==================== block 1
**Block 1: close-up of the layout**

Region (26, 46) to (76, 96) um. Cells in grey, sequential cells in the stronger grey; small squares are vias.
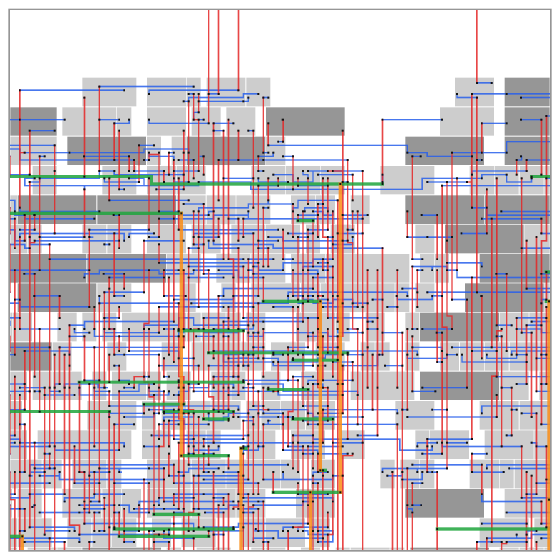

## src/rtl/scroll_if.sv

```systemverilog
// Scroll scheduler bus: run controls and scan position in, canvas lookup and offset state out.
interface scroll_if;
  logic        en;
  logic        dir;
  logic        jump_req;
  logic [3:0]  jump_page;
  logic [6:0]  disp_col;
  logic [2:0]  disp_row;
  logic [10:0] col_all;
  logic [2:0]  row_all;
  logic [10:0] offset;
  logic [3:0]  page_idx;
  logic        scrolling;

  modport master (
    output en, dir, jump_req, jump_page, disp_col, disp_row,
    input  col_all, row_all, offset, page_idx, scrolling
  );

  modport slave (
    input  en, dir, jump_req, jump_page, disp_col, disp_row,
    output col_all, row_all, offset, page_idx, scrolling
  );
endinterface

```

## src/rtl/scroll_sched.sv

```systemverilog
// Horizontal scroll scheduler for the OLED virtual canvas: stepped offset with dwell at screen
// boundaries, wrap, page jumps, and tear-free commit of the offset at frame boundaries.
module scroll_sched #(
  parameter int TICK_CYCLES = 400_000,
  parameter int CANVAS_W    = 1152,
  parameter int SCREEN_W    = 128,
  parameter int DWELL_STEPS = 250
) (
  input  logic     clk,
  input  logic     rst,
  scroll_if.slave  bus
);

  localparam int OW      = 11;
  localparam int SUM_W   = OW + 1;
  localparam int PW      = $clog2(TICK_CYCLES);
  localparam int SW_BITS = $clog2(SCREEN_W);
  localparam int PAGES   = CANVAS_W / SCREEN_W;
  localparam int DW      = (DWELL_STEPS > 2) ? $clog2(DWELL_STEPS) : 1;

  localparam logic [OW-1:0] CANVAS_LAST = OW'(CANVAS_W - 1);
  localparam logic [PW-1:0] TICK_LAST   = PW'(TICK_CYCLES - 1);
  localparam logic [DW-1:0] DWELL_LAST  = DW'(DWELL_STEPS - 1);

  typedef enum logic [1:0] {
    IDLE,
    DWELL,
    SCROLL
  } state_t;

  state_t        state, state_nxt;
  logic [OW-1:0] tgt, tgt_nxt, tgt_step, jump_tgt;
  logic [DW-1:0] dwell_cnt, dwell_nxt;
  logic [PW-1:0] presc;
  logic [OW-1:0] offset_q;
  logic [3:0]    page_q;
  logic [6:0]    prev_col;
  logic [2:0]    prev_row;
  logic          step_tick, jump_ok, fb;
  logic [SUM_W-1:0] col_sum;

  assign step_tick = bus.en && (presc == TICK_LAST);
  assign jump_ok   = bus.jump_req && ({1'b0, bus.jump_page} < 5'(PAGES));
  assign jump_tgt  = OW'(bus.jump_page) << SW_BITS;
  assign fb        = (bus.disp_col == '0) && (bus.disp_row == '0) &&
                     !((prev_col == '0) && (prev_row == '0));

  // Wrap at both canvas ends so the canvas behaves as a ring.
  always_comb begin
    tgt_step = tgt + OW'(1);
    if (bus.dir) begin
      tgt_step = (tgt == '0) ? CANVAS_LAST : tgt - OW'(1);
    end else if (tgt == CANVAS_LAST) begin
      tgt_step = '0;
    end
  end

  // NOTE: every signal gets its default before any branch, so no path can infer a latch.
  always_comb begin
    state_nxt = state;
    tgt_nxt   = tgt;
    dwell_nxt = dwell_cnt;
    if (jump_ok) begin
      tgt_nxt   = jump_tgt;
      dwell_nxt = '0;
      state_nxt = bus.en ? DWELL : IDLE;
    end else if (!bus.en) begin
      state_nxt = IDLE;
    end else begin
      unique case (state)
        IDLE: begin
          state_nxt = DWELL;
          dwell_nxt = '0;
        end
        DWELL: begin
          if (DWELL_STEPS == 0) begin
            state_nxt = SCROLL;
          end else if (step_tick) begin
            if (dwell_cnt == DWELL_LAST) begin
              state_nxt = SCROLL;
              dwell_nxt = '0;
            end else begin
              dwell_nxt = dwell_cnt + DW'(1);
            end
          end
        end
        SCROLL: begin
          if (step_tick) begin
            tgt_nxt = tgt_step;
            if (tgt_step[SW_BITS-1:0] == '0) begin
              state_nxt = DWELL;
              dwell_nxt = '0;
            end
          end
        end
        default: state_nxt = IDLE;
      endcase
    end
  end

  // NOTE: state registers use non-blocking assignments and a synchronous reset sampled on clk.
  always_ff @(posedge clk) begin
    if (rst) begin
      state     <= IDLE;
      tgt       <= '0;
      dwell_cnt <= '0;
    end else begin
      state     <= state_nxt;
      tgt       <= tgt_nxt;
      dwell_cnt <= dwell_nxt;
    end
  end

  always_ff @(posedge clk) begin
    if (rst || !bus.en || jump_ok || step_tick) begin
      presc <= '0;
    end else begin
      presc <= presc + PW'(1);
    end
  end

  // Previous scan pair resets off-origin so the first (0,0) after reset is a frame boundary.
  always_ff @(posedge clk) begin
    if (rst) begin
      prev_col <= 7'd127;
      prev_row <= 3'd7;
    end else begin
      prev_col <= bus.disp_col;
      prev_row <= bus.disp_row;
    end
  end

  // The pre-update tgt commits, so a tgt change on a boundary cycle waits for the next frame.
  always_ff @(posedge clk) begin
    if (rst) begin
      offset_q <= '0;
      page_q   <= '0;
    end else if (fb) begin
      offset_q <= tgt;
      page_q   <= 4'(tgt >> SW_BITS);
    end
  end

  assign col_sum       = {1'b0, offset_q} + SUM_W'(bus.disp_col);
  assign bus.col_all   = (col_sum >= SUM_W'(CANVAS_W)) ? OW'(col_sum - SUM_W'(CANVAS_W))
                                                       : col_sum[OW-1:0];
  assign bus.row_all   = bus.disp_row;
  assign bus.offset    = offset_q;
  assign bus.page_idx  = page_q;
  assign bus.scrolling = (state == SCROLL);

endmodule
```

## src/flat_wrapper.sv

```systemverilog
// flat-port wrapper written by rule: the top's interface ports become plain ports
module scroll_sched_flat 
#(
  parameter int TICK_CYCLES = 400_000,
  parameter int CANVAS_W    = 1152,
  parameter int SCREEN_W    = 128,
  parameter int DWELL_STEPS = 250
)
  (clk, rst, bus_en, bus_dir, bus_jump_req, bus_jump_page, bus_disp_col, bus_disp_row, bus_col_all, bus_row_all, bus_offset, bus_page_idx, bus_scrolling);
  scroll_if bus_i ();
  input  logic clk;
  input  logic rst;
  input wire logic [$bits(bus_i.en)-1:0] bus_en;
  input wire logic [$bits(bus_i.dir)-1:0] bus_dir;
  input wire logic [$bits(bus_i.jump_req)-1:0] bus_jump_req;
  input wire logic [$bits(bus_i.jump_page)-1:0] bus_jump_page;
  input wire logic [$bits(bus_i.disp_col)-1:0] bus_disp_col;
  input wire logic [$bits(bus_i.disp_row)-1:0] bus_disp_row;
  output wire logic [$bits(bus_i.col_all)-1:0] bus_col_all;
  output wire logic [$bits(bus_i.row_all)-1:0] bus_row_all;
  output wire logic [$bits(bus_i.offset)-1:0] bus_offset;
  output wire logic [$bits(bus_i.page_idx)-1:0] bus_page_idx;
  output wire logic [$bits(bus_i.scrolling)-1:0] bus_scrolling;
  assign bus_i.en = bus_en;
  assign bus_i.dir = bus_dir;
  assign bus_i.jump_req = bus_jump_req;
  assign bus_i.jump_page = bus_jump_page;
  assign bus_i.disp_col = bus_disp_col;
  assign bus_i.disp_row = bus_disp_row;
  assign bus_col_all = bus_i.col_all;
  assign bus_row_all = bus_i.row_all;
  assign bus_offset = bus_i.offset;
  assign bus_page_idx = bus_i.page_idx;
  assign bus_scrolling = bus_i.scrolling;
  scroll_sched #(.TICK_CYCLES(TICK_CYCLES), .CANVAS_W(CANVAS_W), .SCREEN_W(SCREEN_W), .DWELL_STEPS(DWELL_STEPS)) u_core (.clk(clk), .rst(rst), .bus(bus_i));
endmodule
```

## config.mk

```make
export PLATFORM = sky130hd
export DESIGN_NAME = scroll_sched_flat
export DESIGN_NICKNAME = d
export VERILOG_FILES = /design/src/rtl/scroll_if.sv /design/src/rtl/scroll_sched.sv /design/src/flat_wrapper.sv
export SDC_FILE = /design/constraint.sdc
export NUM_CORES = 1
export LEC_CHECK = 0
export ABC_CLOCK_PERIOD_IN_PS = 4250
export CAP_MARGIN = 20
export CORE_MARGIN = 10
export CORE_UTILIZATION = 56
export CTS_CLUSTER_DIAMETER = 60
export DETAILED_ROUTE_END_ITERATION = 10
export PLACE_DENSITY = 0.92
export REMOVE_ABC_BUFFERS = 1
export SLEW_MARGIN = 30
export SYNTH_ARGS = -nofsm -noshare
export SYNTH_HDL_FRONTEND = slang
export SYNTH_SLANG_ARGS = --single-unit
```

## constraint.sdc

```tcl
create_clock -name clk -period 4.25 [get_ports clk]
set_input_delay 0.85 -clock clk [delete_from_list [all_inputs] [get_ports clk]]
set_output_delay 0.85 -clock clk [all_outputs]
set_load 0.01 [all_outputs]
```

==================== block 2
**src/rtl/multichannel_delay_timer_pkg.sv**
```systemverilog
// Shared widths, channel state encoding and width helper for the multichannel delay timer.
package multichannel_delay_timer_pkg;

   localparam int CNT_W_DEF  = 48;
   localparam int WORD_W_DEF = 16;

   localparam logic ST_IDLE  = 1'b0;
   localparam logic ST_COUNT = 1'b1;

   typedef enum logic {
      S_IDLE  = ST_IDLE,
      S_COUNT = ST_COUNT
   } ch_state_e;

   function automatic int clog2(input int value);
      int r;
      int v;
      r = 0;
      v = value - 1;
      while (v > 0) begin
         r++;
         v = v >> 1;
      end
      return r;
   endfunction

endpackage

```
**src/rtl/delay_timer_channel.sv**
```systemverilog
// One delay channel: word-shifted shadow, down-counter, mode latch, fire-time capture.
// Latency: fire L+1 cycles after the start edge; periodic fires spaced L+1 cycles.
// Backpressure: none; start is ignored while counting and abort always wins.
module delay_timer_channel
   import multichannel_delay_timer_pkg::*;
#(
   parameter int CNT_W  = CNT_W_DEF,
   parameter int WORD_W = WORD_W_DEF
) (
   input  logic              clk,
   input  logic              rst,
   input  logic              wr_en,
   input  logic [WORD_W-1:0] wr_data,
   input  logic              start,
   input  logic              periodic,
   input  logic              abort,
   input  logic [CNT_W-1:0]  timestamp,
   output logic              busy,
   output logic              fire,
   output logic [CNT_W-1:0]  fire_ts
);

   logic [CNT_W-1:0] shadow;
   logic [CNT_W-1:0] shadow_nxt;
   logic [CNT_W-1:0] cnt;
   logic             mode;
   ch_state_e        state;

   if (CNT_W > WORD_W) begin : g_shift
      assign shadow_nxt = {shadow[CNT_W-WORD_W-1:0], wr_data};
   end else begin : g_word
      assign shadow_nxt = wr_data;
   end

   // Loads and reloads read the shadow as it stood before this edge's write.
   always_ff @(posedge clk) begin
      if (rst) begin
         shadow  <= '0;
         cnt     <= '0;
         mode    <= 1'b0;
         state   <= S_IDLE;
         fire    <= 1'b0;
         fire_ts <= '0;
      end else begin
         fire <= 1'b0;
         if (wr_en) begin
            shadow <= shadow_nxt;
         end
         if (abort) begin
            state <= S_IDLE;
         end else begin
            case (state)
               S_IDLE: begin
                  if (start) begin
                     cnt   <= shadow;
                     mode  <= periodic;
                     state <= S_COUNT;
                  end
               end
               S_COUNT: begin
                  if (cnt != '0) begin
                     cnt <= cnt - CNT_W'(1);
                  end else begin
                     fire    <= 1'b1;
                     fire_ts <= timestamp;
                     if (mode) begin
                        cnt <= shadow;
                     end else begin
                        state <= S_IDLE;
                     end
                  end
               end
            endcase
         end
      end
   end

   assign busy = (state == S_COUNT);

endmodule

```
**src/rtl/multichannel_delay_timer.sv**
```systemverilog
// NCH independent delay channels sharing one free-running timestamp and a capture read mux.
// Latency: per-channel fire L+1 cycles after start; rd_fire_ts is a combinational mux.
// Backpressure: none; writes are always accepted, out-of-range channel writes are dropped.
module multichannel_delay_timer
   import multichannel_delay_timer_pkg::*;
#(
   parameter int NCH    = 4,
   parameter int CNT_W  = CNT_W_DEF,
   parameter int WORD_W = WORD_W_DEF,
   parameter int CH_W   = 2
) (
   input  logic              clk,
   input  logic              rst,
   input  logic              wr_en,
   input  logic [CH_W-1:0]   wr_ch,
   input  logic [WORD_W-1:0] wr_data,
   input  logic [NCH-1:0]    start,
   input  logic [NCH-1:0]    periodic,
   input  logic [NCH-1:0]    abort,
   output logic [NCH-1:0]    busy,
   output logic [NCH-1:0]    fire,
   input  logic              ts_clr,
   output logic [CNT_W-1:0]  timestamp,
   input  logic [CH_W-1:0]   rd_ch,
   output logic [CNT_W-1:0]  rd_fire_ts
);

   logic [CNT_W-1:0] fire_ts [NCH];
   logic [CNT_W-1:0] rd_tab  [2**CH_W];

   always_ff @(posedge clk) begin
      if (rst || ts_clr) begin
         timestamp <= '0;
      end else begin
         timestamp <= timestamp + CNT_W'(1);
      end
   end

   for (genvar i = 0; i < NCH; i++) begin : g_ch
      delay_timer_channel #(
         .CNT_W  (CNT_W),
         .WORD_W (WORD_W)
      ) u_ch (
         .clk       (clk),
         .rst       (rst),
         .wr_en     (wr_en && (wr_ch == CH_W'(i))),
         .wr_data   (wr_data),
         .start     (start[i]),
         .periodic  (periodic[i]),
         .abort     (abort[i]),
         .timestamp (timestamp),
         .busy      (busy[i]),
         .fire      (fire[i]),
         .fire_ts   (fire_ts[i])
      );
   end

   // Pad the read table to the full index range so unused selects read zero.
   for (genvar i = 0; i < 2**CH_W; i++) begin : g_rd
      if (i < NCH) begin : g_used
         assign rd_tab[i] = fire_ts[i];
      end else begin : g_pad
         assign rd_tab[i] = '0;
      end
   end

   assign rd_fire_ts = rd_tab[rd_ch];

endmodule

```
**config.mk**
```make
export PLATFORM = sky130hd
export DESIGN_NAME = multichannel_delay_timer
export DESIGN_NICKNAME = d
export VERILOG_FILES = /design/src/rtl/multichannel_delay_timer_pkg.sv /design/src/rtl/delay_timer_channel.sv /design/src/rtl/multichannel_delay_timer.sv
export SDC_FILE = /design/constraint.sdc
export NUM_CORES = 2
export LEC_CHECK = 0
export ABC_AREA = 1
export CORE_MARGIN = 4
export CORE_UTILIZATION = 28
export DETAILED_ROUTE_END_ITERATION = 16
export GPL_TIMING_DRIVEN = 0
export PLACE_DENSITY = 0.44
export SYNTH_ARGS = -nofsm -noshare
export SYNTH_HDL_FRONTEND = slang
export SYNTH_SLANG_ARGS = --single-unit
```
**constraint.sdc**
```tcl
create_clock -name clk -period 4.49 [get_ports clk]
set_clock_uncertainty 0.1 [all_clocks]
set_input_delay 1.347 -clock clk [delete_from_list [all_inputs] [get_ports clk]]
set_output_delay 1.347 -clock clk [all_outputs]
set_load 0.01 [all_outputs]
```
==================== block 3
<file path="config.mk">
export PLATFORM = sky130hd
export DESIGN_NAME = button_conditioner
export DESIGN_NICKNAME = d
export VERILOG_FILES = /design/src/rtl/input_pkg.sv /design/src/rtl/button_channel.sv /design/src/rtl/button_conditioner.sv
export SDC_FILE = /design/constraint.sdc
export NUM_CORES = 1
export LEC_CHECK = 0
export ABC_AREA = 1
export CAP_MARGIN = 20
export CORE_MARGIN = 4
export CORE_UTILIZATION = 40
export CTS_CLUSTER_SIZE = 24
export DETAILED_ROUTE_END_ITERATION = 8
export PLACE_DENSITY = 0.52
export SETUP_SLACK_MARGIN = 0.4
export SYNTH_ARGS = -nofsm -noshare
export SYNTH_HDL_FRONTEND = slang
export SYNTH_HIERARCHICAL = 1
export SYNTH_SLANG_ARGS = --single-unit
export TNS_END_PERCENT = 100
</file>
<file path="constraint.sdc">
create_clock -name clk -period 4.8 [get_ports clk]
set_clock_uncertainty 0.1 [all_clocks]
set_input_delay 0.48 -clock clk [delete_from_list [all_inputs] [get_ports clk]]
set_output_delay 0.48 -clock clk [all_outputs]
set_load 0.01 [all_outputs]
</file>
<file path="src/rtl/input_pkg.sv">
// Shared definitions for the player push-button front end.
// Holds the channel state encoding, button bit positions and the timing profiles.
package input_pkg;

    typedef enum logic [1:0] {
        IDLE   = 2'd0,
        HOLD   = 2'd1,
        REPEAT = 2'd2
    } chan_state_e;

    localparam int X_UP   = 0;
    localparam int X_DOWN = 1;
    localparam int Y_UP   = 2;
    localparam int Y_DOWN = 3;

    localparam int DEF_DEBOUNCE_CYCLES = 500000;
    localparam int DEF_REPEAT_DELAY    = 25000000;
    localparam int DEF_REPEAT_PERIOD   = 10000000;

    // Short profile so simulations see presses and repeats within a few dozen cycles.
    localparam int SIM_DEBOUNCE_CYCLES = 4;
    localparam int SIM_REPEAT_DELAY    = 8;
    localparam int SIM_REPEAT_PERIOD   = 3;

    function automatic int max3(input int a, input int b, input int c);
        int m;
        m = (a > b) ? a : b;
        return (m > c) ? m : c;
    endfunction

endpackage

</file>
<file path="src/rtl/button_channel.sv">
// One push-button lane: two-flop synchroniser, debouncer and press/auto-repeat FSM.
// state  | meaning
// IDLE   | button released, waiting for a debounced press
// HOLD   | press strobe sent, counting down to the first repeat
// REPEAT | auto-repeating every REPEAT_PERIOD cycles while held
module button_channel
    import input_pkg::*;
#(
    parameter int DEBOUNCE_CYCLES = DEF_DEBOUNCE_CYCLES,
    parameter int REPEAT_DELAY    = DEF_REPEAT_DELAY,
    parameter int REPEAT_PERIOD   = DEF_REPEAT_PERIOD
) (
    input  logic clk,
    input  logic rst,
    input  logic btn_n,
    output logic move_n,
    output logic btn_level
);

    localparam int CW = $clog2(max3(DEBOUNCE_CYCLES, REPEAT_DELAY, REPEAT_PERIOD)) + 1;

    localparam logic [1:0] S_IDLE   = IDLE;
    localparam logic [1:0] S_HOLD   = HOLD;
    localparam logic [1:0] S_REPEAT = REPEAT;

    localparam logic [CW-1:0] DB_LAST   = CW'(DEBOUNCE_CYCLES - 1);
    localparam logic [CW-1:0] LD_DELAY  = CW'(REPEAT_DELAY);
    localparam logic [CW-1:0] LD_PERIOD = CW'(REPEAT_PERIOD);
    localparam logic [CW-1:0] ONE       = CW'(1);

    logic          sync1_q, sync2_q;
    logic          stable_q, stable_d;   // raw polarity: 1 = released
    logic [CW-1:0] db_cnt_q, db_cnt_d;
    logic [1:0]    state_q, state_d;
    logic [CW-1:0] rep_cnt_q, rep_cnt_d;
    logic          move_n_q, move_n_d;
    logic          level_q;
    logic          strobe;

    always_comb begin
        stable_d = stable_q;
        db_cnt_d = '0;
        if (sync2_q != stable_q) begin
            if (db_cnt_q == DB_LAST) begin
                stable_d = sync2_q;
            end else begin
                db_cnt_d = db_cnt_q + ONE;
            end
        end
    end

    // Release has priority over any repeat due in the same cycle.
    always_comb begin
        state_d   = state_q;
        rep_cnt_d = rep_cnt_q;
        strobe    = 1'b0;
        if (stable_q) begin
            state_d   = S_IDLE;
            rep_cnt_d = '0;
        end else begin
            case (state_q)
                S_IDLE: begin
                    state_d   = S_HOLD;
                    rep_cnt_d = LD_DELAY;
                    strobe    = 1'b1;
                end
                S_HOLD: begin
                    if (rep_cnt_q == ONE) begin
                        state_d   = S_REPEAT;
                        rep_cnt_d = LD_PERIOD;
                        strobe    = 1'b1;
                    end else if (rep_cnt_q != '0) begin
                        rep_cnt_d = rep_cnt_q - ONE;
                    end
                end
                S_REPEAT: begin
                    if (rep_cnt_q == ONE) begin
                        rep_cnt_d = LD_PERIOD;
                        strobe    = 1'b1;
                    end else if (rep_cnt_q != '0) begin
                        rep_cnt_d = rep_cnt_q - ONE;
                    end
                end
                default: begin
                    state_d   = S_IDLE;
                    rep_cnt_d = '0;
                end
            endcase
        end
        move_n_d = ~strobe;
    end

    always_ff @(posedge clk) begin
        if (rst) begin
            sync1_q   <= 1'b1;
            sync2_q   <= 1'b1;
            stable_q  <= 1'b1;
            db_cnt_q  <= '0;
            state_q   <= S_IDLE;
            rep_cnt_q <= '0;
            move_n_q  <= 1'b1;
            level_q   <= 1'b0;
        end else begin
            sync1_q   <= btn_n;
            sync2_q   <= sync1_q;
            stable_q  <= stable_d;
            db_cnt_q  <= db_cnt_d;
            state_q   <= state_d;
            rep_cnt_q <= rep_cnt_d;
            move_n_q  <= move_n_d;
            level_q   <= ~stable_q;
        end
    end

    assign move_n    = move_n_q;
    assign btn_level = level_q;

endmodule

</file>
<file path="src/rtl/button_conditioner.sv">
// Four independent button lanes producing active-low cursor move strobes.
// No arbitration: opposing directions may strobe together, the cursor resolves them.
module button_conditioner
    import input_pkg::*;
#(
    parameter int DEBOUNCE_CYCLES = DEF_DEBOUNCE_CYCLES,
    parameter int REPEAT_DELAY    = DEF_REPEAT_DELAY,
    parameter int REPEAT_PERIOD   = DEF_REPEAT_PERIOD
) (
    input  logic       clk,
    input  logic       rst,
    input  logic [3:0] btn_n,
    output logic [3:0] move_n,
    output logic [3:0] btn_level
);

    for (genvar g = 0; g < 4; g++) begin : g_ch
        button_channel #(
            .DEBOUNCE_CYCLES(DEBOUNCE_CYCLES),
            .REPEAT_DELAY   (REPEAT_DELAY),
            .REPEAT_PERIOD  (REPEAT_PERIOD)
        ) u_ch (
            .clk      (clk),
            .rst      (rst),
            .btn_n    (btn_n[g]),
            .move_n   (move_n[g]),
            .btn_level(btn_level[g])
        );
    end

endmodule

</file>
**Block 3: signal metal coverage by tile**

Scale: 2 px per um. 39 x 39 tiles, from dark purple (low) to yellow (high), scaled to the fullest tile. Values are wire area over tile area, all layers added.
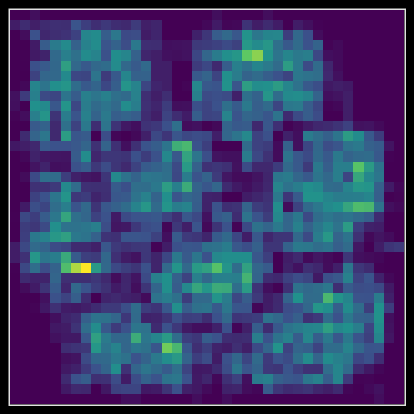
nearly empty tiles: 20%
mean over tiles: 0.14
tiles over half the peak: 5.0%
fullest tile: 0.64

==> results_dict.tcl, block 3 <==
# metrics dict for downstream scripts
set metrics [dict create \
    numCtsBuffers 30 \
    htree_levels 1 \
    worstPathArrival_ns 2.72 \
    r2r_start "g_ch[0].u_ch/state_q[0]" \
    grt_overflow 0 \
    antenna_left 0 \
    cp_slowest_cell "clkdlybuf4s50_1" \
    top_layer "met5" \
    postCtsHoldBufs 0 \
    max_stage_delay_ns 1.02 \
    worstPathCellList "clkdlybuf4s50_1 > nor2_1 > inv_1 > a21oi_1 > and2_1" \
    top_area_share_pct 33.0 \
    cts_setup_buffers 0 \
    postCtsResizedCells 0 \
    edf_count 0 \
    outcome "completed" \
    ys_types 47 \
    fp-row-count 69 \
]
## block 3: cell type report
type,count,area [um^2]
Tap cell,461,577
Clock buffer,40,848
Multi-Input combinational cell,1559,8370
Fill cell,3712,19700
Timing Repair Buffer,13,130
Clock inverter,13,208
Inverter,254,970
Sequential cell,236,4720
## block 3: cell usage after synthesis (3+ instances only)
master	instances
nor3_1	66
a21oi_1	64
clkbuf_1	6
buf_2	9
nor2_4	27
xor2_1	53
or2_2	13
a21oi_2	6
a31oi_1	3
buf_1	3
o21ai_0	35
nand2_2	34
ha_1	32
inv_2	20
o21ai_1	18
inv_1	230
inv_6	3
nand3_2	12
nand3b_2	3
nand2_1	482
nand3_1	140
nand3_4	6
nor4_1	4
nand3b_1	6
dfxtp_1	236
nand4_1	74
nor2_8	6
xnor2_1	31
nor2_2	41
buf_6	16
nand4_4	4
nand2_4	22
nor2_1	342
nor3_2	19
## block 3: power by group
part	leakage [nW]	total, mW	internal, mW	switching [mW]
clock	0.519	2.37	1.50	0.871
combinational	4.26	0.0219	0.00854	0.0133
sequential	1.90	1.97	1.96	0.00245
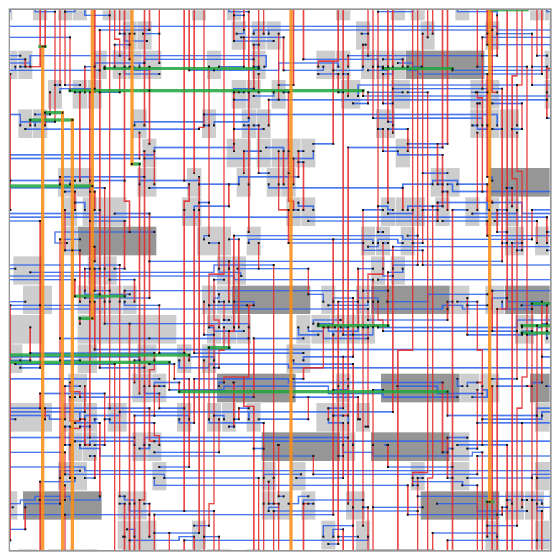
**Above:** block 2 (close-up of the layout).
Region (152, 223) to (202, 273) um. Cells in grey, sequential cells in the stronger grey; small squares are vias.
| colour | layer |
|---|---|
| orange | M4 |
| blue | M1 |
| red | M2 |
| green | M3 |
cells with their middle in the window: 168
netlist names of flops here include: g_ch.u_ch.cnt (7), g_ch.u_ch.shadow (5)
most frequent: nand2_1 (62), nor2_1 (39), inv_1 (13)
sequential cells in the window: 12

==> results_dict.tcl, block 2 <==
# metrics dict for downstream scripts
set metrics [dict create \
    final.setup.tns_ns -0.0157 \
    final-setup-viol-count 1 \
    inv_count 515 \
    netlist_area_mm2 0.0334 \
    setup_slack_ns -0.0157 \
    nFillCells 13268 \
    power_density_mw_per_mm2 397 \
    io_pins 140 \
    relSlewSlack_pct 16.1 \
    drt_iter0_markers 2257 \
    outcome "complete, but fails checks" \
    area_delta_synth_final_pct 19.5 \
    largest_class "combinational gates" \
    violations "setup timing" \
    synth.most_common_cell "nand2_1" \
]
block 2: timing repair:
action / CTS / global route
pin swaps: 4 / 0
setup endpoints to repair: 48 / 45
gates resized: 126 / 72
setup buffers: 3 / 0
cloned: 1 / 0
block 2: layer usage:
layer,track usage [%],up-vias,wire [um]
li1,-,17420,-
met1,28.0,15828,62700
met2,35.9,807,64000
met3,2.73,152,5990
met4,5.41,2,3480
met5,0,-,13
block 2: path summary, 6_finish.rpt:
| path | from | to | slack [ns] | cells after the start |
|---|---|---|---|---|
| setup / recovery | rd_ch[1] | rd_fire_ts[7] | -0.02 | 8 |
| hold / removal | g_ch[3].u_ch.fire_ts[27] | g_ch[3].u_ch.fire_ts[27] | 0.35 | 2 |
| setup reg to reg | g_ch[3].u_ch.busy | g_ch[3].u_ch.fire_ts[13] | 1.43 | 5 |
| hold reg to reg | g_ch[3].u_ch.fire_ts[27] | g_ch[3].u_ch.fire_ts[27] | 0.35 | 2 |
block 2: kinds of logic after synthesis:
group | after synthesis | share of synthesized area (%)
and+or+nand+nor | 2891 | 34.9
adders and majority gates | 9 | 0.337
xor gates and xnor gates | 70 | 1.83
DFF | 636 | 38.1
buffers and inverters | 792 | 9.90
AOI/OAI and AO/OA | 993 | 15.0
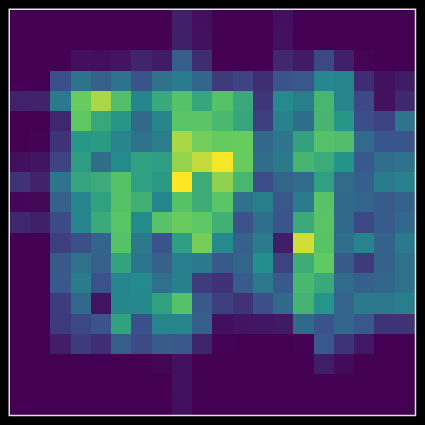
**Above:** block 1 (signal metal coverage by tile).
Scale: 4 px per um. 20 x 20 tiles, from dark purple (low) to yellow (high), scaled to the fullest tile. Values are wire area over tile area, all layers added.
fullest tile: 0.57
emptiest ninth of the die: south-west
nearly empty tiles: 31%

About 'close-up of the layout' of block 1:
| colour | layer |
|---|---|
| green | M3 |
| blue | M1 |
| red | M2 |
| orange | M4 |
netlist names of flops here include: u_core.tgt (7), u_core.prev_col (6), u_core.bus.offset (5)
most frequent: dfxtp_1 (22), nor2_1 (17), nand2_1 (12)
sequential cells in the window: 22
cells with their middle in the window: 184

==> results_dict.tcl, block 1 <==
# metrics dict for downstream scripts
set metrics [dict create \
    outcome "completed" \
    rr_endpoint "u_core.state[0]" \
    wl_per_cell_um 16.1 \
    edf_count 0 \
    via_count 3543 \
    design_power_total_mw 1.14 \
    grt_usage_pct 18.1 \
    hold_violations 0 \
    power.internal_uw 854 \
    top_layer "met4" \
    reg_top3 "u_core.presc (19), u_core.tgt (11), u_core.dwell_cnt (8)" \
    p_leak_nw 1.68 \
    seq_area_share_pct 27.6 \
    portBuffers 48 \
    r2r_start "u_core.tgt[0]" \
    cp.depth 11 \
    dieHeight_um 101 \
    drv_slew 0 \
    worstPathCellList "clkdlybuf4s50_1 > ha_1 > buf_4 > a21oi_2 > o21ai_0 > a31oi_1 > xnor2_1 > ha_1 > o211ai_1 > xor2_1 > dlygate4sd2_1" \
    min_path_type "reg -> reg" \
    met1_usage_pct 20.3 \
    met1_length_um 4080 \
    top_area_share_pct 33.1 \
    signal_buffers 70 \
    hpwlAfterDp_um 6960 \
    maxPowerGroup "registers" \
    final_util_pct 69.4 \
    grt_pass1_wl_um 15500 \
    synth_async_sr_flop_share_pct 0 \
]
[block 1: cells in the mapped netlist, types with 2 or more instances]
master / instances
dfxtp_1: 61
nand3_1: 22
and3_2: 3
nor2_1: 61
nand2_1: 36
xnor2_1: 12
and3_1: 6
nand2b_1: 7
nor4b_1: 2
buf_4: 10
or2_2: 12
nor4_1: 7
nor3_1: 17
nand4b_1: 3
nor3b_1: 2
or3_2: 2
clkbuf_8: 3
and4b_1: 2
a21o_1: 2
nand3b_1: 2
o31ai_1: 4
nand4_1: 6
a31oi_1: 7
nor2b_1: 5
xor2_1: 15
clkbuf_1: 11
a211oi_1: 4
o21ai_0: 18
o211ai_1: 3
a21oi_1: 25
ha_1: 14
mux2i_1: 9
a311oi_1: 6
inv_1: 11
or3_1: 6
o22ai_1: 3
[block 1: logic make-up (layout without fill, tap and decap cells)]
logic type / count (synthesis) / after routing / share of synthesized area [%]
AND/OR/NAND/NOR: 214 / 214 / 31.2
AND-OR/OR-AND: 88 / 88 / 15.8
flip-flops: 61 / 61 / 33.1
buffers and inverters: 37 / 94 / 5.83
XOR/XNOR: 27 / 27 / 6.41
adder cells (fa/ha/maj): 15 / 15 / 5.29
multiplexers: 9 / 9 / 2.44


## Gallery

Cell outlines without signal wires.
(a)
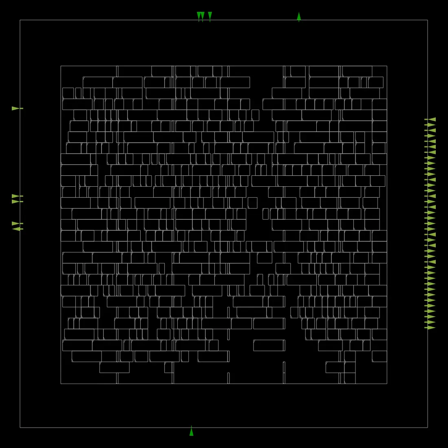
(b)
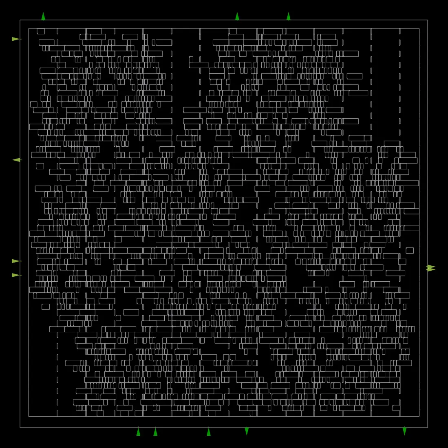
(c)
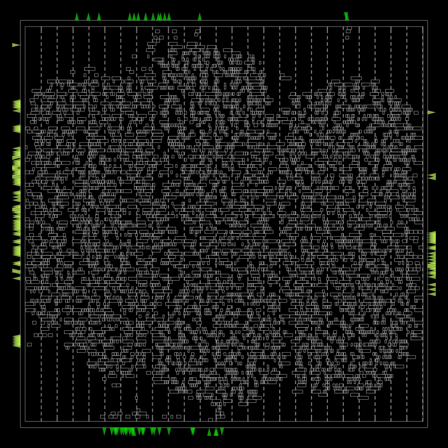
block 3 -> (b)
block 1 -> (a)
block 2 -> (c)
- fewest sequential cells: (a)

Power figures rest on the tool's default switching activity, not on a simulated workload.
